=== design 1 ===
Design 1, cell sizes after repair:
Scale bar: 10 microns.
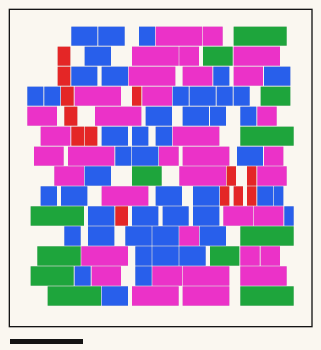

## config.mk

```make
export PLATFORM = sky130hd
export DESIGN_NAME = mem_test_data_bus_checker_shifter
export DESIGN_NICKNAME = d
export VERILOG_FILES = /design/src/rtl/mem_test_data_bus_checker_shifter.sv
export SDC_FILE = /design/constraint.sdc
export NUM_CORES = 1
export LEC_CHECK = 0
export ABC_AREA = 1
export CORE_AREA = 2 2 39 41
export DETAILED_ROUTE_END_ITERATION = 7
export DIE_AREA = 0 0 41 43
export DONT_BUFFER_PORTS = 1
export GPL_TIMING_DRIVEN = 1
export PLACE_DENSITY_LB_ADDON = 0.08
export SYNTH_ARGS = -nofsm -noshare
export SYNTH_HDL_FRONTEND = slang
export SYNTH_SLANG_ARGS = --single-unit
```

## constraint.sdc

```tcl
create_clock -name vclk -period 1.3
set_input_delay 0.26 -clock vclk [all_inputs]
set_output_delay 0.26 -clock vclk [all_outputs]
set_load 0.1 [all_outputs]
```

## src/rtl/mem_test_data_bus_checker_shifter.sv

```systemverilog
// Barrel shifter that produces the walking pattern from a seed value and a bit index.
module mem_test_data_bus_checker_shifter #(
    parameter int unsigned p_WIDTH          = 8,
    parameter int unsigned p_NUMBER_SHIFTER = 3
) (
    input  logic [p_WIDTH-1:0]          i_value,
    input  logic                        i_RL,
    input  logic [p_NUMBER_SHIFTER-1:0] i_shifter,
    output logic [p_WIDTH-1:0]          o_value,
    output logic                        o_zero
);

    // i_RL=1 shifts left, 0 shifts right.
    always_comb begin
        o_value = i_RL ? (i_value << i_shifter) : (i_value >> i_shifter);
        o_zero  = (o_value == '0);
    end

endmodule

```

=== design 2 ===
## config.mk

```make
export PLATFORM = sky130hd
export DESIGN_NAME = mem_port_initiator
export DESIGN_NICKNAME = d
export VERILOG_FILES = /design/src/rtl/mem_port_initiator.sv
export SDC_FILE = /design/constraint.sdc
export NUM_CORES = 1
export LEC_CHECK = 0
export CAP_MARGIN = 20
export CORE_UTILIZATION = 25
export CTS_CLUSTER_DIAMETER = 40
export DETAILED_ROUTE_END_ITERATION = 16
export GPL_TIMING_DRIVEN = 0
export PLACE_DENSITY = 0.45
export REMOVE_ABC_BUFFERS = 1
export SLEW_MARGIN = 40
export SYNTH_ARGS = -nofsm -noshare
export SYNTH_HDL_FRONTEND = slang
export SYNTH_SLANG_ARGS = --single-unit
```

## constraint.sdc

```tcl
create_clock -name clk -period 3.9 [get_ports clk]
set_clock_uncertainty 0.05 [all_clocks]
set_input_delay 0.39 -clock clk [delete_from_list [all_inputs] [get_ports clk]]
set_output_delay 0.39 -clock clk [all_outputs]
set_load 0.01 [all_outputs]
```

## src/rtl/mem_port_initiator.sv

```systemverilog
// mem_port_initiator
//   Single-port memory request initiator. Client commands are accepted on a
//   valid/ready handshake, registered onto the memory port (one-cycle latency)
//   and held stable while the memory freezes. Responses return in order, one
//   per consumed request. A 1-bit type FIFO tells reads from writes. Read data
//   is queued in a response FIFO toward the client, and write responses are
//   dropped. Credits (outstanding + queued responses) bound acceptance to DEPTH.
//
//   Optional feature macro: MEM_INIT_ERR_EN
//     defined   -> a response arriving with nothing outstanding sets the sticky
//                  err_unexpected flag, which only reset clears.
//     undefined -> err_unexpected is tied low.
//     In both builds a stray response is ignored.
//
//   Ports
//     clk, reset_n                 clock, synchronous active-low reset
//     cmd_valid/ready/addr/wdata/wen   client request channel
//     drain                        stop accepting, retire everything outstanding
//     mem_valid/addr/data/wen      registered request toward memory
//     mem_freeze                   memory backpressure
//     mem_rvalid/rdata             in-order memory responses
//     rsp_valid/ready/data         read data toward client
//     busy                         state machine not idle
//     err_unexpected               sticky stray-response flag
module mem_port_initiator #(
  parameter int ADDR_W = 12,
  parameter int DATA_W = 16,
  parameter int DEPTH  = 4
) (
  input  logic              clk,
  input  logic              reset_n,
  input  logic              cmd_valid,
  output logic              cmd_ready,
  input  logic [ADDR_W-1:0] cmd_addr,
  input  logic [DATA_W-1:0] cmd_wdata,
  input  logic              cmd_wen,
  input  logic              drain,
  output logic [ADDR_W-1:0] mem_addr,
  output logic [DATA_W-1:0] mem_data,
  output logic              mem_wen,
  output logic              mem_valid,
  input  logic              mem_freeze,
  input  logic [DATA_W-1:0] mem_rdata,
  input  logic              mem_rvalid,
  output logic              rsp_valid,
  input  logic              rsp_ready,
  output logic [DATA_W-1:0] rsp_data,
  output logic              busy,
  output logic              err_unexpected
);

  localparam int PTR_W = (DEPTH > 1) ? $clog2(DEPTH) : 1;
  localparam int CNT_W = $clog2(DEPTH + 1);
  localparam logic [CNT_W:0] DEPTH_C = (CNT_W + 1)'(DEPTH);

  typedef enum logic [1:0] {
    ST_IDLE,
    ST_ACTIVE,
    ST_STALL,
    ST_DRAIN
  } state_t;

  state_t r_state;
  state_t w_state_nxt;

  logic [CNT_W-1:0]  r_outs;
  logic [CNT_W-1:0]  r_rsp_cnt;
  logic [DEPTH-1:0]  r_typ;
  logic [PTR_W-1:0]  r_typ_wr;
  logic [PTR_W-1:0]  r_typ_rd;
  logic [DATA_W-1:0] r_rsp_mem [DEPTH];
  logic [PTR_W-1:0]  r_rsp_wr;
  logic [PTR_W-1:0]  r_rsp_rd;

  logic              r_mem_valid;
  logic [ADDR_W-1:0] r_mem_addr;
  logic [DATA_W-1:0] r_mem_data;
  logic              r_mem_wen;

  logic              w_cmd_hs;
  logic              w_consume;
  logic              w_rsp_ok;
  logic              w_rsp_push;
  logic              w_rsp_pop;
  logic              w_rsp_valid;
  logic              w_empty;
  logic              w_open;
  logic [CNT_W:0]    w_credit;

  assign w_rsp_valid = (r_rsp_cnt != '0);
  assign w_credit    = {1'b0, r_outs} + {1'b0, r_rsp_cnt};
  assign w_open      = (r_state == ST_IDLE) || (r_state == ST_ACTIVE);
  // Gated by reset_n so the port reads not-ready while reset is held.
  assign cmd_ready   = reset_n && w_open && !drain && !mem_freeze && (w_credit < DEPTH_C);

  assign w_cmd_hs    = cmd_valid && cmd_ready;
  assign w_consume   = r_mem_valid && !mem_freeze;
  assign w_rsp_ok    = mem_rvalid && (r_outs != '0);
  assign w_rsp_push  = w_rsp_ok && !r_typ[r_typ_rd];
  assign w_rsp_pop   = w_rsp_valid && rsp_ready;
  assign w_empty     = (r_outs == '0) && (r_rsp_cnt == '0);

  assign mem_valid   = r_mem_valid;
  assign mem_addr    = r_mem_addr;
  assign mem_data    = r_mem_data;
  assign mem_wen     = r_mem_wen;
  assign rsp_valid   = w_rsp_valid;
  assign rsp_data    = w_rsp_valid ? r_rsp_mem[r_rsp_rd] : '0;
  assign busy        = (r_state != ST_IDLE);

  always_ff @(posedge clk) begin
    if (!reset_n) r_state <= ST_IDLE;
    else          r_state <= w_state_nxt;
  end

  always_comb begin
    w_state_nxt = r_state;
    if (drain) begin
      w_state_nxt = ST_DRAIN;
    end else begin
      case (r_state)
        ST_IDLE:   if (w_cmd_hs) w_state_nxt = ST_ACTIVE;
        ST_ACTIVE: begin
          if (r_mem_valid && mem_freeze)
            w_state_nxt = ST_STALL;
          // A command accepted on this same edge keeps the machine active.
          else if (w_empty && !r_mem_valid && !w_cmd_hs)
            w_state_nxt = ST_IDLE;
        end
        ST_STALL:  if (!mem_freeze) w_state_nxt = ST_ACTIVE;
        ST_DRAIN:  if (w_empty) w_state_nxt = ST_IDLE;
        default:   w_state_nxt = ST_IDLE;
      endcase
    end
  end

  // Request register toward memory.
  always_ff @(posedge clk) begin
    if (!reset_n) begin
      r_mem_valid <= 1'b0;
      r_mem_addr  <= '0;
      r_mem_data  <= '0;
      r_mem_wen   <= 1'b0;
    end else if (w_cmd_hs) begin
      r_mem_valid <= 1'b1;
      r_mem_addr  <= cmd_addr;
      r_mem_data  <= cmd_wdata;
      r_mem_wen   <= cmd_wen;
    end else if (w_consume) begin
      r_mem_valid <= 1'b0;
    end
  end

  // Outstanding counter and request-type FIFO.
  always_ff @(posedge clk) begin
    if (!reset_n) begin
      r_outs   <= '0;
      r_typ    <= '0;
      r_typ_wr <= '0;
      r_typ_rd <= '0;
    end else begin
      case ({w_cmd_hs, w_rsp_ok})
        2'b10:   r_outs <= r_outs + CNT_W'(1);
        2'b01:   r_outs <= r_outs - CNT_W'(1);
        default: r_outs <= r_outs;
      endcase
      if (w_cmd_hs) begin
        r_typ[r_typ_wr] <= cmd_wen;
        r_typ_wr        <= r_typ_wr + PTR_W'(1);
      end
      if (w_rsp_ok) r_typ_rd <= r_typ_rd + PTR_W'(1);
    end
  end

  // Response FIFO control.
  always_ff @(posedge clk) begin
    if (!reset_n) begin
      r_rsp_cnt <= '0;
      r_rsp_wr  <= '0;
      r_rsp_rd  <= '0;
    end else begin
      if (w_rsp_push) r_rsp_wr <= r_rsp_wr + PTR_W'(1);
      if (w_rsp_pop)  r_rsp_rd <= r_rsp_rd + PTR_W'(1);
      case ({w_rsp_push, w_rsp_pop})
        2'b10:   r_rsp_cnt <= r_rsp_cnt + CNT_W'(1);
        2'b01:   r_rsp_cnt <= r_rsp_cnt - CNT_W'(1);
        default: r_rsp_cnt <= r_rsp_cnt;
      endcase
    end
  end

  // Response storage; contents are don't-care while the FIFO is empty.
  always_ff @(posedge clk) begin
    if (w_rsp_push) r_rsp_mem[r_rsp_wr] <= mem_rdata;
  end

`ifdef MEM_INIT_ERR_EN
  logic r_err;
  always_ff @(posedge clk) begin
    if (!reset_n)                         r_err <= 1'b0;
    else if (mem_rvalid && r_outs == '0)  r_err <= 1'b1;
  end
  assign err_unexpected = r_err;
`else
  assign err_unexpected = 1'b0;
`endif

endmodule

```

=== design 3 ===
--- config.mk ---
export PLATFORM = sky130hd
export DESIGN_NAME = control_unit_fsm
export DESIGN_NICKNAME = d
export VERILOG_FILES = /design/src/rtl/control_unit_fsm.sv
export SDC_FILE = /design/constraint.sdc
export NUM_CORES = 1
export LEC_CHECK = 0
export CELL_PAD_IN_SITES_DETAIL_PLACEMENT = 1
export CELL_PAD_IN_SITES_GLOBAL_PLACEMENT = 2
export CORE_UTILIZATION = 23
export DETAILED_ROUTE_END_ITERATION = 16
export GPL_TIMING_DRIVEN = 0
export PLACE_DENSITY_LB_ADDON = 0.1
export SLEW_MARGIN = 25
export SYNTH_ARGS = -nofsm -noshare
export SYNTH_HDL_FRONTEND = slang
export SYNTH_SLANG_ARGS = --single-unit
--- constraint.sdc ---
create_clock -name clock -period 1.7 [get_ports clock]
set_input_delay 0.425 -clock clock [delete_from_list [all_inputs] [get_ports clock]]
set_output_delay 0.425 -clock clock [all_outputs]
set_load 0.02 [all_outputs]
--- src/rtl/control_unit_fsm.sv ---
// Multicycle control unit for the RV64 datapath: fetch/decode/execute/memory/writeback sequencing.
// Optional macro BRANCH_EXT_EN adds bne/blt/bge decode to the branch path.
//
// state     | meaning
// RST       | post-reset idle, all outputs 0
// FETCH     | instruction memory wait (MEM_WAIT_CYCLES)
// IR_LOAD   | capture instruction register
// DECODE    | operand capture, dispatch on opcode
// EXEC_R    | register-register ALU op and writeback
// EXEC_I    | addi and writeback
// ADDR      | effective address for ld/sd
// MEM_RD    | data memory wait, memory-data register load on last cycle
// WB_LOAD   | write loaded data to register bank
// MEM_WR    | single-cycle data memory write
// BRANCH    | compare operands, resolve taken/not taken
// BR_TAKE   | PC <= PC + branch immediate
// WB_LUI    | write U immediate to register bank
// NEXT_PC   | PC <= PC + 4
// HALT      | illegal instruction, parked until reset
module control_unit_fsm #(
  parameter int MEM_WAIT_CYCLES = 1
) (
  input  logic       clock,
  input  logic       reset,
  input  logic [6:0] Instr6_0,
  input  logic [2:0] Instr14_12,
  input  logic       Instr30,
  input  logic       igual,
  input  logic       menor,
  output logic       PC_regwrite,
  output logic       load_ir,
  output logic       bancoRegisters_write,
  output logic       Register_Memory_regwrite,
  output logic       DataMemory_wr,
  output logic [2:0] Mux64_Ula_A_Seletor,
  output logic [2:0] Mux64_Ula_B_Seletor,
  output logic [3:0] Seletor,
  output logic [1:0] imm_sel,
  output logic [1:0] wb_sel,
  output logic       halted
);

  typedef enum logic [3:0] {
    S_RST, S_FETCH, S_IR_LOAD, S_DECODE, S_EXEC_R, S_EXEC_I, S_ADDR, S_MEM_RD,
    S_WB_LOAD, S_MEM_WR, S_BRANCH, S_BR_TAKE, S_WB_LUI, S_NEXT_PC, S_HALT
  } state_t;

  localparam logic [6:0] OP_R    = 7'b0110011;
  localparam logic [6:0] OP_I    = 7'b0010011;
  localparam logic [6:0] OP_LD   = 7'b0000011;
  localparam logic [6:0] OP_SD   = 7'b0100011;
  localparam logic [6:0] OP_BR   = 7'b1100011;
  localparam logic [6:0] OP_LUI  = 7'b0110111;
  localparam logic [3:0] WAIT_LAST = 4'(MEM_WAIT_CYCLES - 1);

  state_t     state, state_nx;
  logic [3:0] wait_cnt;
  logic       wait_done;
  logic       r_ok, br_ok, br_take;
  logic [3:0] r_alu;

  assign wait_done = (wait_cnt == WAIT_LAST);

  always_ff @(posedge clock) begin
    if (reset) begin
      state    <= S_RST;
      wait_cnt <= 4'd0;
    end else begin
      state    <= state_nx;
      // counter only runs in the two wait states and is zero on every entry
      if ((state == S_FETCH || state == S_MEM_RD) && !wait_done)
        wait_cnt <= wait_cnt + 4'd1;
      else
        wait_cnt <= 4'd0;
    end
  end

  always_comb begin
    r_ok  = (Instr14_12 == 3'b000) ||
            (!Instr30 && (Instr14_12 == 3'b111 || Instr14_12 == 3'b110));
    case (Instr14_12)
      3'b000:  r_alu = Instr30 ? 4'd2 : 4'd1;
      3'b111:  r_alu = 4'd3;
      3'b110:  r_alu = 4'd4;
      default: r_alu = 4'd0;
    endcase
  end

`ifdef BRANCH_EXT_EN
  always_comb begin
    br_ok   = 1'b1;
    br_take = 1'b0;
    case (Instr14_12)
      3'b000:  br_take = igual;
      3'b001:  br_take = !igual;
      3'b100:  br_take = menor;
      3'b101:  br_take = !menor;
      default: br_ok   = 1'b0;
    endcase
  end
`else
  logic br_unused;
  assign br_unused = menor;
  assign br_ok     = (Instr14_12 == 3'b000);
  assign br_take   = igual;
`endif

  always_comb begin
    state_nx                 = state;
    PC_regwrite              = 1'b0;
    load_ir                  = 1'b0;
    bancoRegisters_write     = 1'b0;
    Register_Memory_regwrite = 1'b0;
    DataMemory_wr            = 1'b0;
    Mux64_Ula_A_Seletor      = 3'd0;
    Mux64_Ula_B_Seletor      = 3'd0;
    Seletor                  = 4'd0;
    imm_sel                  = 2'd0;
    wb_sel                   = 2'd0;
    halted                   = 1'b0;
    case (state)
      S_RST:     state_nx = S_FETCH;
      S_FETCH:   if (wait_done) state_nx = S_IR_LOAD;
      S_IR_LOAD: begin
        load_ir  = 1'b1;
        state_nx = S_DECODE;
      end
      S_DECODE: begin
        case (Instr6_0)
          OP_R:    state_nx = r_ok ? S_EXEC_R : S_HALT;
          OP_I:    state_nx = (Instr14_12 == 3'b000) ? S_EXEC_I : S_HALT;
          OP_LD,
          OP_SD:   state_nx = (Instr14_12 == 3'b011) ? S_ADDR : S_HALT;
          OP_BR:   state_nx = br_ok ? S_BRANCH : S_HALT;
          OP_LUI:  state_nx = S_WB_LUI;
          default: state_nx = S_HALT;
        endcase
      end
      S_EXEC_R: begin
        Mux64_Ula_A_Seletor  = 3'd1;
        Seletor              = r_alu;
        bancoRegisters_write = 1'b1;
        state_nx             = S_NEXT_PC;
      end
      S_EXEC_I: begin
        Mux64_Ula_A_Seletor  = 3'd1;
        Mux64_Ula_B_Seletor  = 3'd2;
        Seletor              = 4'd1;
        bancoRegisters_write = 1'b1;
        state_nx             = S_NEXT_PC;
      end
      S_ADDR: begin
        Mux64_Ula_A_Seletor = 3'd1;
        Mux64_Ula_B_Seletor = 3'd2;
        Seletor             = 4'd1;
        imm_sel             = (Instr6_0 == OP_SD) ? 2'd1 : 2'd0;
        state_nx            = (Instr6_0 == OP_SD) ? S_MEM_WR : S_MEM_RD;
      end
      S_MEM_RD: begin
        Mux64_Ula_A_Seletor      = 3'd1;
        Mux64_Ula_B_Seletor      = 3'd2;
        Seletor                  = 4'd1;
        Register_Memory_regwrite = wait_done;
        if (wait_done) state_nx  = S_WB_LOAD;
      end
      S_WB_LOAD: begin
        bancoRegisters_write = 1'b1;
        wb_sel               = 2'd1;
        state_nx             = S_NEXT_PC;
      end
      S_MEM_WR: begin
        Mux64_Ula_A_Seletor = 3'd1;
        Mux64_Ula_B_Seletor = 3'd2;
        Seletor             = 4'd1;
        imm_sel             = 2'd1;
        DataMemory_wr       = 1'b1;
        state_nx            = S_NEXT_PC;
      end
      S_BRANCH: begin
        Mux64_Ula_A_Seletor = 3'd1;
        Seletor             = 4'd2;
        state_nx            = br_take ? S_BR_TAKE : S_NEXT_PC;
      end
      S_BR_TAKE: begin
        Mux64_Ula_B_Seletor = 3'd2;
        Seletor             = 4'd1;
        imm_sel             = 2'd2;
        PC_regwrite         = 1'b1;
        state_nx            = S_FETCH;
      end
      S_WB_LUI: begin
        imm_sel              = 2'd3;
        wb_sel               = 2'd2;
        bancoRegisters_write = 1'b1;
        state_nx             = S_NEXT_PC;
      end
      S_NEXT_PC: begin
        Mux64_Ula_B_Seletor = 3'd1;
        Seletor             = 4'd1;
        PC_regwrite         = 1'b1;
        state_nx            = S_FETCH;
      end
      S_HALT:  halted = 1'b1;
      default: state_nx = S_RST;
    endcase
  end

endmodule

Design 3, pin placement:
Scale bar: 20 microns. Pins as bars across the die edge, other pins in grey.
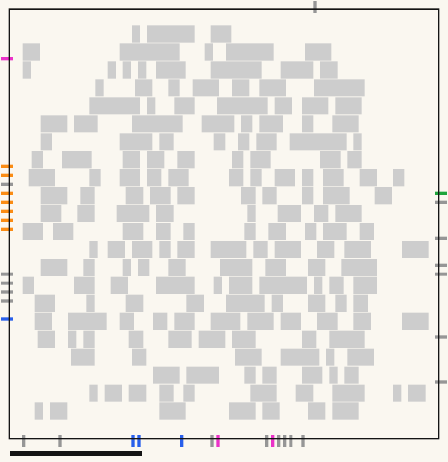
| colour | port | pins | direction | edge |
|---|---|---|---|---|
| green | halted | 1 | output | right |
| orange | Instr6_0 | 7 | input | left |
| blue | Seletor | 4 | output | 3 bottom, 1 left |
| magenta | Mux64_Ula_B_Seletor | 3 | output | 2 bottom, 1 left |
die height: 64.8 microns
Die X: 64.8 microns
IO buf count: 29

==> flow_summary.json, design 3 <==
{
  "outcome": "finished, violations left",
  "violations": "negative setup slack",
  "ys_warn_count": 0,
  "post-place-ws_ps": -1170,
  "route.top_layer_used": "met4",
  "crit_fanout": 6,
  "crit_type": "register to primary output",
  "setup_ws_ps": -120,
  "arrival_ps": 1390,
  "worst-path-buf-inv": 2,
  "via_count": 1142,
  "numPlacedInstances": 206,
  "hold_path_end": "wait_cnt[0]",
  "cts.sinks": 8,
  "grt_max_degree": 11,
  "cp-start-kind": "register",
  "setup_viol": 7,
  "warning_count": 31
}
design 3: Yosys cell counts, types with 2 or more instances:
cell type and n:
a211o_1 2, a21oi_1 7, a31oi_1 5, and2_1 2, buf_2 3, buf_4 7, dfxtp_1 8, ha_1 2
inv_1 6, nand2_1 6, nand2b_1 10, nand3_1 5, nand4bb_1 2, nor2_1 15, nor2b_1 2, nor3_1 3
o21ai_0 7, o21ai_1 3, xnor2_1 2, xor2_1 2
design 3: report_power, final:
group / total [uW] / switching (uW) / internal [uW]
Combinational: 1820 / 934 / 888
Sequential: 294 / 48.7 / 246
Clock: 230 / 76.1 / 154
Total: 2350 / 1060 / 1290
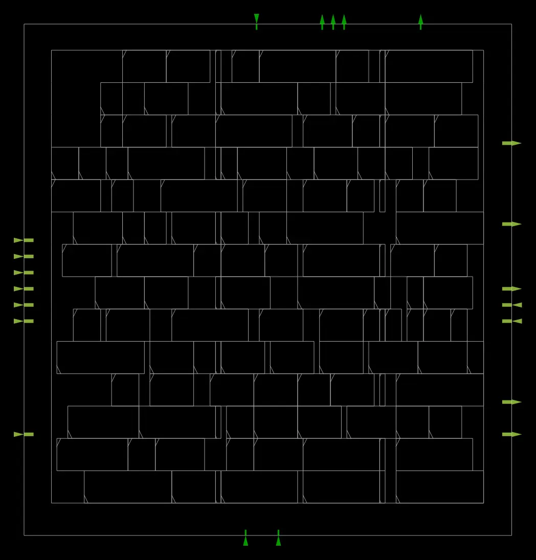
Design 1: cell placement
Fill cells: 87
flop count: 0

Design 1, pin placement:
Scale bar: 10 microns. Pins as bars across the die edge, other pins in grey.
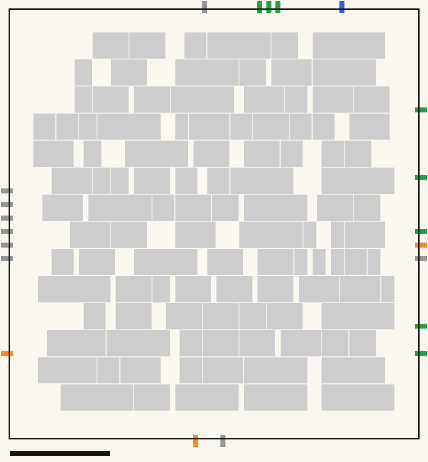
| colour | port | pins | direction | edge |
|---|---|---|---|---|
| orange | i_shifter | 3 | input | 1 left, 1 bottom, 1 right |
| blue | o_zero | 1 | output | top |
| green | o_value | 8 | output | 5 right, 3 top |
IO buf count: 0
Die X: 41 microns
die height: 43 microns

Notes on 'cell sizes after repair' of design 1 above:
| colour | size | cells | share |
|---|---|---|---|
| green | x6 and larger | 12 | 11% |
| blue | x2 | 47 | 44% |
| red | x1 and smaller | 13 | 12% |
| magenta | x3 and x4 | 36 | 33% |
Non-CTS buffers: 16
area grow syn2layout: 133%
Final Instance Area: 1140 sq um

==> flow_summary.json, design 1 <==
{
  "outcome": "finished, violations left",
  "violations": "negative setup slack",
  "drive_above_1_share": 0.880,
  "drtIter0Drc": 12,
  "postCtsHoldBufs": 0,
  "ys_types": 11,
  "power_top_consumer": "combinational cells",
  "route.detailed.drc": 0,
  "synth_seq_share": 0,
  "wl_met1_microns": 778,
  "worst_pin_slew_ps": 282,
  "pg_clk_uw": 0,
  "setup_viol": 5,
  "largestClassByArea": "logic gates",
  "crit_fanout": 9,
  "ys_warn_count": 0,
  "maxCapViolCount": 0,
  "simple_gate_area_frac": 0.895,
  "setup_ws_ps": -87.2,
  "hold_viol": 0,
  "ir_drop_uv": 251,
  "inverters_excl_clock": 5,
  "seq_area_sq_um": 0,
  "top_area_frac": 0.449,
  "clock_area_frac": 0,
  "final_cell_mix": "27 x nand3_2, 16 x nand3_4, 14 x nand2_2",
  "cp_top_family": "simple AND/OR/NAND/NOR gates",
  "post-route-util": 0.825,
  "mux_area_frac": 0
}
==> design 1: stage by stage <==
step	total power [uW]	area [sq um]	cells	hold WS [ps]	worst slack (ps)
after CTS	537	922	120	950	-90.2
after global placement	514	881	120	947	-213
after floorplan	443	785	95	909	-680
after detailed placement	516	881	120	951	-202
final	619	1140	124	901	-87.2
after global routing	648	1140	124	928	-126
==> design 1: final timing paths <==
| path | startpoint | endpoint | slack (ps) | cells after the start |
|---|---|---|---|---|
| hold / removal | i_shifter[1] | o_value[0] | 900 | 4 |
| setup / recovery | i_shifter[0] | o_zero | -90 | 9 |
Design 2, cell sizes after repair:
Scale bar: 50 microns.
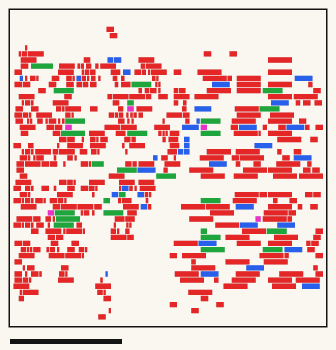
| colour | size | cells | share |
|---|---|---|---|
| magenta | x3 and x4 | 5 | 1.0% |
| blue | x2 | 35 | 7.3% |
| green | x6 and larger | 26 | 5.4% |
| red | x1 and smaller | 414 | 86% |
Non-CTS buffers: 102
Final WS setup: 578 ps

==> flow_summary.json, design 2 <==
{
  "gp_congestion": 0.655,
  "swShare": 0.228,
  "cts.sinks": 116,
  "synth_seq_share": 0.617,
  "worst_pin_slew_ps": 670,
  "grt_pass1_wl_microns": 17200,
  "cp_slowest_cell": "inv_2",
  "arrival_ps": 3600,
  "common_cells": "71 x nand2_1, 64 x edfxtp_1, 52 x dfxtp_1",
  "outcome": "completed",
  "clock_tree.root_cell": "clkbuf_16",
  "largestClassByArea": "sequential cells",
  "power_top_consumer": "clock",
  "powerSeq_uw": 1360,
  "cp-start-kind": "register",
  "setup_viol": 0,
  "fin_crit_ps": 3320,
  "combPwrFrac": 0.108,
  "grt_max_degree": 33,
  "clock_area_frac": 0.0914,
  "ff_count": 116,
  "ys_cells": 366
}
## design 2: metal layers
layer / wire length [microns] / up-vias / global-route usage
met3: 1130 / 11 / 0.0615
li1: - / 1486 / -
met2: 4590 / 110 / 0.179
met4: 136 / 0 / 0.0515
met1: 4570 / 1468 / 0.133
met5: 0 / - / 0
## design 2: final timing paths
path	startpoint	to	slack, ps	cells past startpoint
max	r_outs[1]	r_outs[2]	580	11
min	reset_n	r_state[0]	400	3
max reg2reg	r_outs[1]	r_outs[2]	580	11
min reg2reg	mem_wen	mem_wen	410	2

==> layout pictures side by side <==
Metal 3.
(a)
Scale bar: 50 microns.
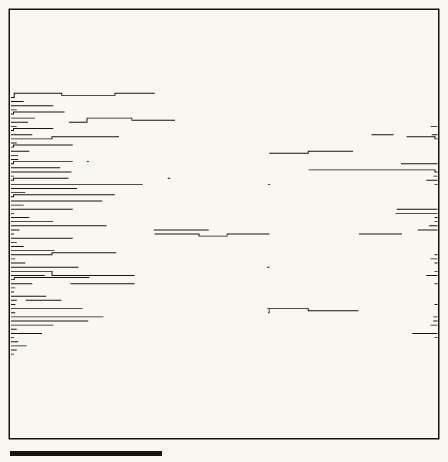
(b)
Scale bar: 10 microns.
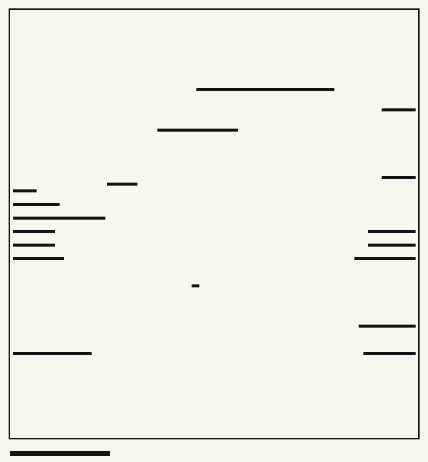
(c)
Scale bar: 20 microns.
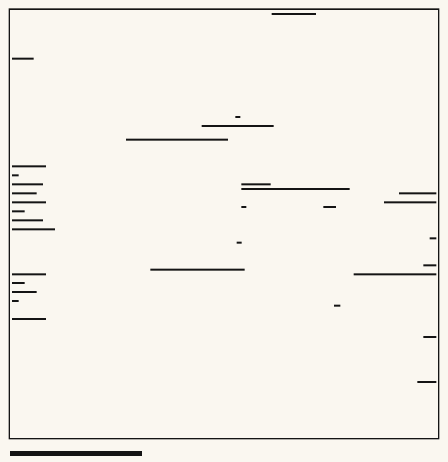
| picture | from |
|---|---|
| (c) | design 3 |
| (b) | design 1 |
| (a) | design 2 |


=== design 4 ===
Design 4, metal 3:
Scale bar: 20 microns.
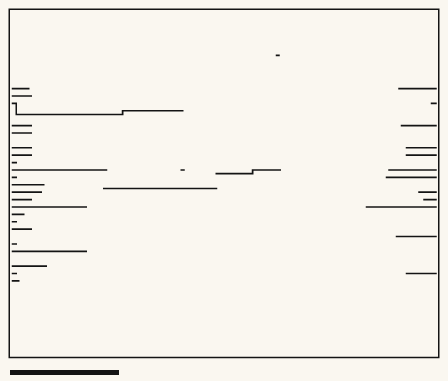

<file path="src/rtl/nanov_reg_writeback.sv">
// nanov_reg_writeback
// Writer end of the bit-serial register file. Takes a parallel word plus a
// destination index and streams it LSB-first into the file. Each stream is
// aligned so that bit 0 lands on rotation position 0. data_rd trails
// data_rd_next by one clock, so a single TAIL clock carries the top bit.
//
//   state | meaning
//   ------+------------------------------------------------------------
//   IDLE  | ready for a word; in_ready=1
//   ALIGN | word latched, waiting for rotation position XLEN-1
//   SHIFT | XLEN clocks, one bit per clock on data_rd_next
//   TAIL  | one clock at phase 0 carrying the last bit on data_rd
//
// Writes to x0 are sequenced like any other word, but every enable is held low.

module nanov_reg_writeback #(
  parameter int XLEN   = 32,
  parameter int REG_AW = 4
) (
  input  logic                        clk,
  input  logic                        rst,
  input  logic                        in_valid,
  output logic                        in_ready,
  input  logic [XLEN-1:0]             in_data,
  input  logic [REG_AW-1:0]           in_rd,
  output logic [$clog2(XLEN)-1:0]     bit_phase,
  output logic [REG_AW-1:0]           rd,
  output logic                        wr_next_en,
  output logic                        data_rd_next,
  output logic                        wr_en,
  output logic                        data_rd,
  output logic                        read_through,
  output logic                        busy
);

  localparam int PW = $clog2(XLEN);
  localparam logic [PW-1:0] LAST_PHASE = PW'(XLEN - 1);

  typedef enum logic [1:0] {
    IDLE  = 2'd0,
    ALIGN = 2'd1,
    SHIFT = 2'd2,
    TAIL  = 2'd3
  } state_t;

  state_t          state;
  logic [XLEN-1:0] shreg;
  logic            at_last;
  logic            rd_nz;

  assign at_last = (bit_phase == LAST_PHASE);
  assign rd_nz   = |rd;

  // Free-running rotation position; shares the reset edge with the register file.
  always_ff @(posedge clk or posedge rst) begin
    if (rst) begin
      bit_phase <= '0;
    end else begin
      bit_phase <= bit_phase + PW'(1);
    end
  end

  // Sequencer: latch the word, align to phase 0, shift it out, then one tail clock.
  always_ff @(posedge clk or posedge rst) begin
    if (rst) begin
      state      <= IDLE;
      shreg      <= '0;
      rd         <= '0;
      wr_en      <= 1'b0;
      wr_next_en <= 1'b0;
      data_rd    <= 1'b0;
    end else begin
      wr_en      <= 1'b0;
      wr_next_en <= 1'b0;
      data_rd    <= 1'b0;
      case (state)
        IDLE: begin
          if (in_valid) begin
            shreg <= in_data;
            rd    <= in_rd;
            if (at_last) begin
              state      <= SHIFT;
              // rd is being loaded this same edge, so gate on the incoming index
              wr_next_en <= |in_rd;
            end else begin
              state <= ALIGN;
            end
          end
        end
        ALIGN: begin
          if (at_last) begin
            state      <= SHIFT;
            wr_next_en <= rd_nz;
          end
        end
        SHIFT: begin
          shreg   <= shreg >> 1;
          data_rd <= shreg[0];
          wr_en   <= rd_nz;
          if (at_last) begin
            state <= TAIL;
          end else begin
            wr_next_en <= rd_nz;
          end
        end
        TAIL: begin
          state <= IDLE;
        end
        default: begin
          state <= IDLE;
        end
      endcase
    end
  end

  // Handshake and status decode; in_ready deliberately has no path from in_valid.
  always_comb begin
    in_ready     = (state == IDLE) && !rst;
    busy         = (state != IDLE);
    data_rd_next = shreg[0];
    read_through = wr_next_en;
  end

endmodule

</file>
<file path="config.mk">
export PLATFORM = sky130hd
export DESIGN_NAME = nanov_reg_writeback
export DESIGN_NICKNAME = d
export VERILOG_FILES = /design/src/rtl/nanov_reg_writeback.sv
export SDC_FILE = /design/constraint.sdc
export NUM_CORES = 1
export LEC_CHECK = 0
export CAP_MARGIN = 0
export CORE_ASPECT_RATIO = 0.8
export CORE_MARGIN = 2
export CORE_UTILIZATION = 49
export CTS_CLUSTER_SIZE = 12
export DETAILED_ROUTE_END_ITERATION = 16
export PLACE_DENSITY = 0.8
export SLEW_MARGIN = 20
export SYNTH_ARGS = -nofsm -noshare
export SYNTH_HDL_FRONTEND = slang
export SYNTH_SLANG_ARGS = --single-unit
</file>
<file path="constraint.sdc">
create_clock -name clk -period 2.1 [get_ports clk]
set_clock_uncertainty 0.05 [all_clocks]
set_input_delay 0.42 -clock clk [delete_from_list [all_inputs] [get_ports clk]]
set_output_delay 0.42 -clock clk [all_outputs]
set_load 0.01 [all_outputs]
</file>
=== design 5 ===
### config.mk
export PLATFORM = sky130hd
export DESIGN_NAME = trim_gain
export DESIGN_NICKNAME = d
export VERILOG_FILES = /design/src/rtl/channel_strip_pkg.sv /design/src/rtl/trim_gain_round_sat.sv /design/src/rtl/trim_gain.sv
export SDC_FILE = /design/constraint.sdc
export NUM_CORES = 1
export LEC_CHECK = 0
export CAP_MARGIN = 20
export CORE_MARGIN = 2
export CORE_UTILIZATION = 50
export DETAILED_ROUTE_END_ITERATION = 16
export PLACE_DENSITY = 0.68
export SLEW_MARGIN = 20
export SYNTH_ARGS = -nofsm -noshare
export SYNTH_HDL_FRONTEND = slang
export SYNTH_SLANG_ARGS = --single-unit
### constraint.sdc
create_clock -name clk_48 -period 15.5 [get_ports clk_48]
set_clock_uncertainty 0.1 [all_clocks]
set_input_delay 3.875 -clock clk_48 [delete_from_list [all_inputs] [get_ports clk_48]]
set_output_delay 3.875 -clock clk_48 [all_outputs]
set_load 0.03 [all_outputs]
### src/rtl/channel_strip_pkg.sv
// -----------------------------------------------------------------------------
// channel_strip_pkg
//  Shared types and constants for the channel-strip processing stages
//  (polarity, trim/gain, EQ, dynamics).
//  Contents:
//   sample_t      16-bit signed audio sample
//   gain_t        16-bit unsigned Q4.12 gain word
//   SAMPLE_W      audio sample width
//   GAIN_W_DEF    gain word width
//   GAIN_FRAC     gain fractional bits
//   GAIN_UNITY    Q4.12 unity gain
//   GAIN_STEP_DEF default gain slew per accepted sample
//   gain_state_e  gain ramp FSM states
// -----------------------------------------------------------------------------
package channel_strip_pkg;

    localparam int unsigned SAMPLE_W      = 16;
    localparam int unsigned GAIN_W_DEF    = 16;
    localparam int unsigned GAIN_FRAC     = 12;
    localparam int unsigned GAIN_STEP_DEF = 16;

    localparam logic [GAIN_W_DEF-1:0] GAIN_UNITY = 16'd4096;

    typedef logic signed [SAMPLE_W-1:0] sample_t;
    typedef logic [GAIN_W_DEF-1:0]      gain_t;

    typedef enum logic [1:0] {
        G_IDLE = 2'd0,
        G_UP   = 2'd1,
        G_DOWN = 2'd2
    } gain_state_e;

endpackage : channel_strip_pkg

### src/rtl/trim_gain_round_sat.sv
// -----------------------------------------------------------------------------
// round_sat
//  Combinational fixed-point rescale: rounds a wide signed product by FRAC
//  bits (half toward +inf) and saturates to an OUT_W-bit signed sample.
//  Ports:
//   i_prod      in   PROD_W  signed product
//   o_sample_c  out  OUT_W   rounded, saturated sample
//   o_clip_c    out  1       high when saturation was applied
// -----------------------------------------------------------------------------
module round_sat #(
    parameter int unsigned PROD_W = 33,
    parameter int unsigned FRAC   = 12,
    parameter int unsigned OUT_W  = 16
) (
    input  logic signed [PROD_W-1:0] i_prod,
    output logic signed [OUT_W-1:0]  o_sample_c,
    output logic                     o_clip_c
);

    // One guard bit so adding the rounding constant can never overflow.
    localparam int unsigned SUM_W = PROD_W + 1;

    localparam logic signed [SUM_W-1:0] RND_C = SUM_W'(1) << (FRAC - 1);
    localparam logic signed [SUM_W-1:0] MAX_C =
        {{(SUM_W-OUT_W+1){1'b0}}, {(OUT_W-1){1'b1}}};
    localparam logic signed [SUM_W-1:0] MIN_C =
        {{(SUM_W-OUT_W+1){1'b1}}, {(OUT_W-1){1'b0}}};

    logic signed [SUM_W-1:0] w_sum;
    logic signed [SUM_W-1:0] w_shr;
    logic                    w_hi;
    logic                    w_lo;

    // Add half an output LSB, then floor-shift: rounds half toward +inf.
    assign w_sum = {i_prod[PROD_W-1], i_prod} + RND_C;
    assign w_shr = w_sum >>> FRAC;

    assign w_hi = (w_shr > MAX_C);
    assign w_lo = (w_shr < MIN_C);

    always_comb begin
        o_sample_c = w_shr[OUT_W-1:0];
        o_clip_c   = 1'b0;
        if (w_hi) begin
            o_sample_c = MAX_C[OUT_W-1:0];
            o_clip_c   = 1'b1;
        end else if (w_lo) begin
            o_sample_c = MIN_C[OUT_W-1:0];
            o_clip_c   = 1'b1;
        end
    end

endmodule : round_sat

### src/rtl/trim_gain.sv
// -----------------------------------------------------------------------------
// trim_gain
//  Zipper-free digital trim: multiplies each accepted sample by a slewed gain,
//  rounds and saturates to DATA_W signed. Gain moves toward the effective
//  target (0 while muted) by STEP per accepted sample and lands exactly on it.
//  Ports:
//   clk_48      in   1       clock, rising edge
//   reset       in   1       synchronous active-high reset
//   sampleEn    in   1       accepts one sample per high cycle
//   trimIn      in   DATA_W  signed input sample
//   gainTarget  in   GAIN_W  requested gain, unsigned Q4.12
//   mute        in   1       forces effective target to 0 (ramped)
//   trimOut     out  DATA_W  rounded, saturated output sample
//   outValid    out  1       one-cycle strobe per accepted sample
//   ramping     out  1       high while gain is not settled on target
//   clip        out  1       high with outValid when the output saturated
// -----------------------------------------------------------------------------
module trim_gain
    import channel_strip_pkg::*;
#(
    parameter int unsigned DATA_W = SAMPLE_W,
    parameter int unsigned GAIN_W = GAIN_W_DEF,
    parameter int unsigned FRAC   = GAIN_FRAC,
    parameter int unsigned STEP   = GAIN_STEP_DEF
) (
    input  logic                     clk_48,
    input  logic                     reset,
    input  logic                     sampleEn,
    input  logic signed [DATA_W-1:0] trimIn,
    input  logic        [GAIN_W-1:0] gainTarget,
    input  logic                     mute,
    output logic signed [DATA_W-1:0] trimOut,
    output logic                     outValid,
    output logic                     ramping,
    output logic                     clip
);

    localparam int unsigned PROD_W = DATA_W + GAIN_W + 1;
    localparam int unsigned CMP_W  = GAIN_W + 1;

    localparam logic [CMP_W-1:0]  STEP_X = CMP_W'(STEP);
    localparam logic [GAIN_W-1:0] STEP_G = GAIN_W'(STEP);

    // Gain ramp state
    gain_state_e              r_state;
    logic        [GAIN_W-1:0] r_cur_gain;
    logic                     r_ramping;

    // Pipeline registers
    logic signed [PROD_W-1:0] r_prod;
    logic                     r_v1;
    logic signed [DATA_W-1:0] r_trim_out;
    logic                     r_out_valid;
    logic                     r_clip;

    logic        [GAIN_W-1:0] w_eff;
    logic        [CMP_W-1:0]  w_eff_x;
    logic        [CMP_W-1:0]  w_cur_x;
    logic        [CMP_W-1:0]  w_gap_up;
    logic        [CMP_W-1:0]  w_gap_dn;
    logic                     w_go_up;
    logic                     w_go_dn;
    logic signed [GAIN_W:0]   w_gain_s;
    logic signed [PROD_W-1:0] w_prod;
    logic signed [DATA_W-1:0] w_rs_sample;
    logic                     w_rs_clip;

    assign w_eff = mute ? '0 : gainTarget;

    // Compare one bit wider than the gain so the step test never wraps near 0 or full scale.
    assign w_eff_x  = {1'b0, w_eff};
    assign w_cur_x  = {1'b0, r_cur_gain};
    assign w_go_up  = (w_eff_x > w_cur_x);
    assign w_go_dn  = (w_eff_x < w_cur_x);
    assign w_gap_up = w_eff_x - w_cur_x;
    assign w_gap_dn = w_cur_x - w_eff_x;

    // Gain is unsigned; a zero MSB makes it a non-negative signed multiplicand.
    assign w_gain_s = {1'b0, r_cur_gain};
    assign w_prod   = trimIn * w_gain_s;

    round_sat #(
        .PROD_W (PROD_W),
        .FRAC   (FRAC),
        .OUT_W  (DATA_W)
    ) u_round_sat (
        .i_prod     (r_prod),
        .o_sample_c (w_rs_sample),
        .o_clip_c   (w_rs_clip)
    );

    // Gain ramp FSM: direction is re-derived from the effective target on every accepted sample.
    always_ff @(posedge clk_48) begin
        if (reset) begin
            r_state    <= G_IDLE;
            r_cur_gain <= '0;
            r_ramping  <= 1'b0;
        end else if (sampleEn) begin
            if (w_go_up) begin
                if (w_gap_up <= STEP_X) begin
                    r_cur_gain <= w_eff;
                    r_state    <= G_IDLE;
                    r_ramping  <= 1'b0;
                end else begin
                    r_cur_gain <= r_cur_gain + STEP_G;
                    r_state    <= G_UP;
                    r_ramping  <= 1'b1;
                end
            end else if (w_go_dn) begin
                if (w_gap_dn <= STEP_X) begin
                    r_cur_gain <= w_eff;
                    r_state    <= G_IDLE;
                    r_ramping  <= 1'b0;
                end else begin
                    r_cur_gain <= r_cur_gain - STEP_G;
                    r_state    <= G_DOWN;
                    r_ramping  <= 1'b1;
                end
            end else begin
                r_state   <= G_IDLE;
                r_ramping <= 1'b0;
            end
        end
    end

    // Stage 1: multiply by the pre-update gain.
    always_ff @(posedge clk_48) begin
        if (reset) begin
            r_prod <= '0;
            r_v1   <= 1'b0;
        end else begin
            r_v1 <= sampleEn;
            if (sampleEn) begin
                r_prod <= w_prod;
            end
        end
    end

    // Stage 2: round, saturate and register the result; trimOut holds between samples.
    always_ff @(posedge clk_48) begin
        if (reset) begin
            r_trim_out  <= '0;
            r_out_valid <= 1'b0;
            r_clip      <= 1'b0;
        end else begin
            r_out_valid <= r_v1;
            if (r_v1) begin
                r_trim_out <= w_rs_sample;
                r_clip     <= w_rs_clip;
            end else begin
                r_clip <= 1'b0;
            end
        end
    end

    assign trimOut  = r_trim_out;
    assign outValid = r_out_valid;
    assign clip     = r_clip;
    assign ramping  = r_ramping;

endmodule : trim_gain

Design 5, metal 3:
Scale bar: 50 microns.
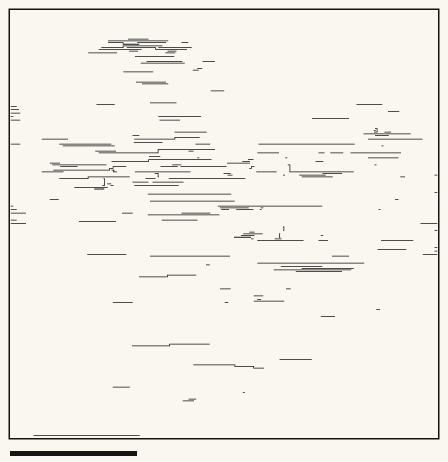
wire length on this layer: 1690 microns
longest straight run: 41.9 microns
nets with wire on the layer: 120
main direction: horizontal
detailed-route via count: 10919
GR Util met3: 0.0222
final wirelength: 32500 microns

Design 5, M4 wires:
Supply wires on this layer in grey.
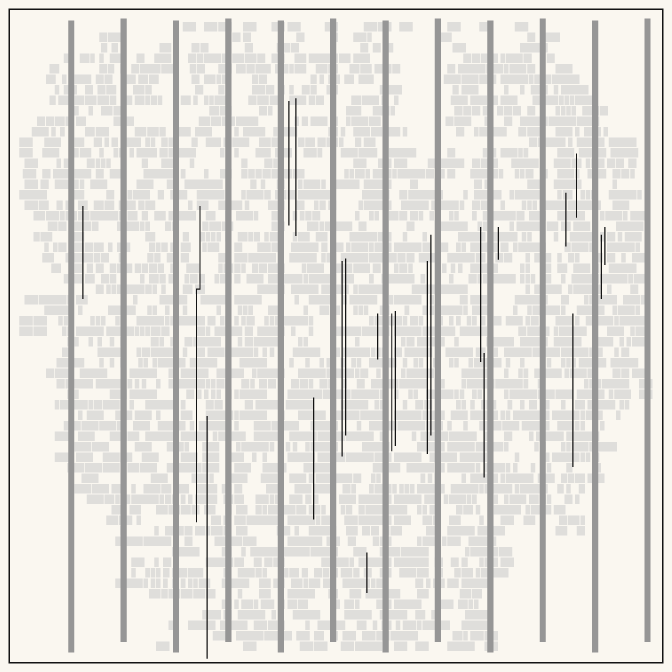
wire length on this layer: 727 microns
nets with wire on the layer: 20
main direction: vertical
longest straight run: 62.6 microns
share of all routed wire: 2.2%

==> flow_summary.json, design 5 <==
{
  "outcome": "completed",
  "p_per_area_nw_per_um2": 187,
  "ff2ff_setup_slack_ps": 8340,
  "area_delta_synth_final_pct": 7.43,
  "cp-end-kind": "register",
  "top_register": "r_prod",
  "die_w_microns": 169,
  "seq_share": 0.0795,
  "final_cells": 1972,
  "p_sw_uw": 1450,
  "async_reset_ff_frac": 0,
  "swShare": 0.528,
  "post_cts_buffers": 0,
  "xor_area_frac": 0.0309,
  "clk_latency_ps": 350,
  "timing.slew.headroom": 0.334,
  "intPower_uw": 1290,
  "gp_congestion": 0.926
}
==> design 5: cell families after synthesis <==
group,after synthesis
xor gates and xnor gates,48
DFF,58
buffers and inverters,368
AOI/OAI and AO/OA,214
and+or+nand+nor,558
muxes,33
adders and majority gates,347
==> design 5: routing by layer <==
metal	wire length, microns	vias to the layer above
met5	0	-
li1	-	5209
met4	726	0
met1	14100	5348
met3	1690	47
met2	16000	315
Design 4, pin placement:
Scale bar: 20 microns. Pins as bars across the die edge, other pins in grey.
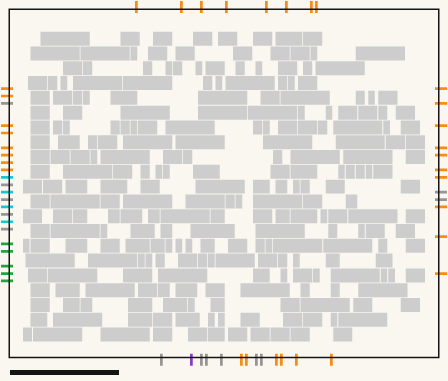
| colour | port | pins | direction | edge |
|---|---|---|---|---|
| orange | in_data | 32 | input | 10 right, 8 top, 8 left, 6 bottom |
| green | bit_phase | 5 | output | left |
| cyan | rd | 4 | output | left |
| purple | busy | 1 | output | bottom |
all pins by edge: 22 left, 13 bottom, 12 right, 8 top
Die X: 78.7 microns
IO buf count: 54
die height: 63.8 microns

## Picture notes: 'metal 3' of design 4
wire length on this layer: 236 microns
longest straight run: 20.7 microns
nets with wire on the layer: 35
share of all routed wire: 6.0%
main direction: horizontal
final wirelength: 3910 microns
GR Util met3: 0.0480
detailed-route via count: 1515

==> flow_summary.json, design 4 <==
{
  "largestClassByArea": "sequential cells",
  "ff_type": "dfrtp_1",
  "fin_crit_sh": 0.891,
  "lay_top_count": "clkdlybuf4s50_1",
  "mux_area_frac": 0.186,
  "pg_clk_uw": 546,
  "cp_slowest_stage_delay_ps": 400,
  "slew_viol_final": 0,
  "cp-end-kind": "primary output",
  "num-nonclk-buffers": 61,
  "track_usage": 0.176,
  "warning_count": 30,
  "ys_types": 26,
  "powerComb_uw": 1580,
  "finalInstanceArea_sq_um": 2860,
  "postCtsHoldBufs": 0,
  "seq_area_sq_um": 1150,
  "syn-num-nets": 239,
  "outcome": "completed",
  "swShare": 0.351
}
-- design 4: worst register-to-register path, delay by kind of cell, from the launching register on --
| family | cells | cell delay, ps |
|---|---|---|
| AOI/OAI and AO/OA | 1 | 160 |
| adders and majority gates | 1 | 170 |
| buffers and inverters | 3 | 590 |
| DFF | 1 | 400 |
| muxes | 1 | 270 |
-- design 4: registers in the layout, indices dropped and copies added (netlist names) --
register / cells
bit_phase: 5
read_through: 1
shreg: 32
state: 2
data_rd: 1
wr_en: 1
rd: 4
-- design 4: what timing repair did --
action / CTS / global route
gates resized: 1 / 1
endpoints found under the setup margin: 1 / 1
gates cloned: 0 / 0

## Gallery

Signal wires by layer.
Plate I
Scale bar: 50 microns.
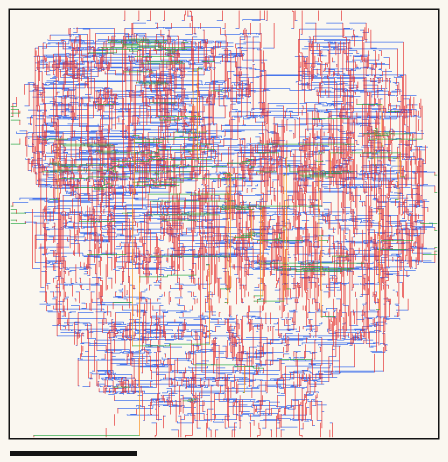
Plate II
Scale bar: 20 microns.
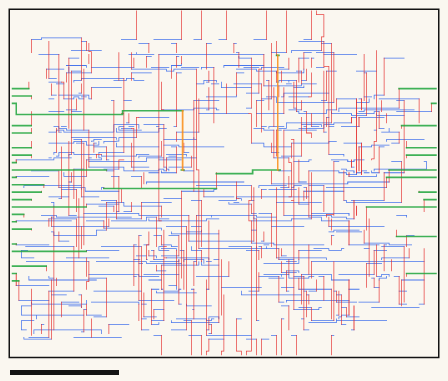
Plate I: design 5
Plate II: design 4
- most wire: Plate I
- largest die: Plate I



==> gallery <==
Cell sizes after repair.
panel A
Scale bar: 20 microns.
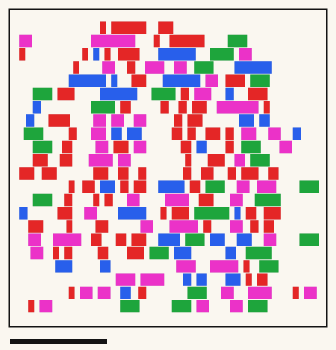
panel B
Scale bar: 50 microns.
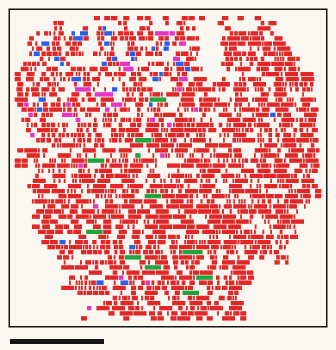
panel C
Scale bar: 20 microns.
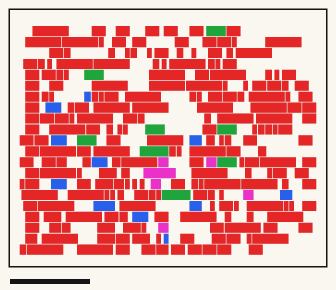
| from | picture |
|---|---|
| design 5 | panel B |
| design 4 | panel C |
| design 3 | panel A |

Power and IR drop assume default switching activity.
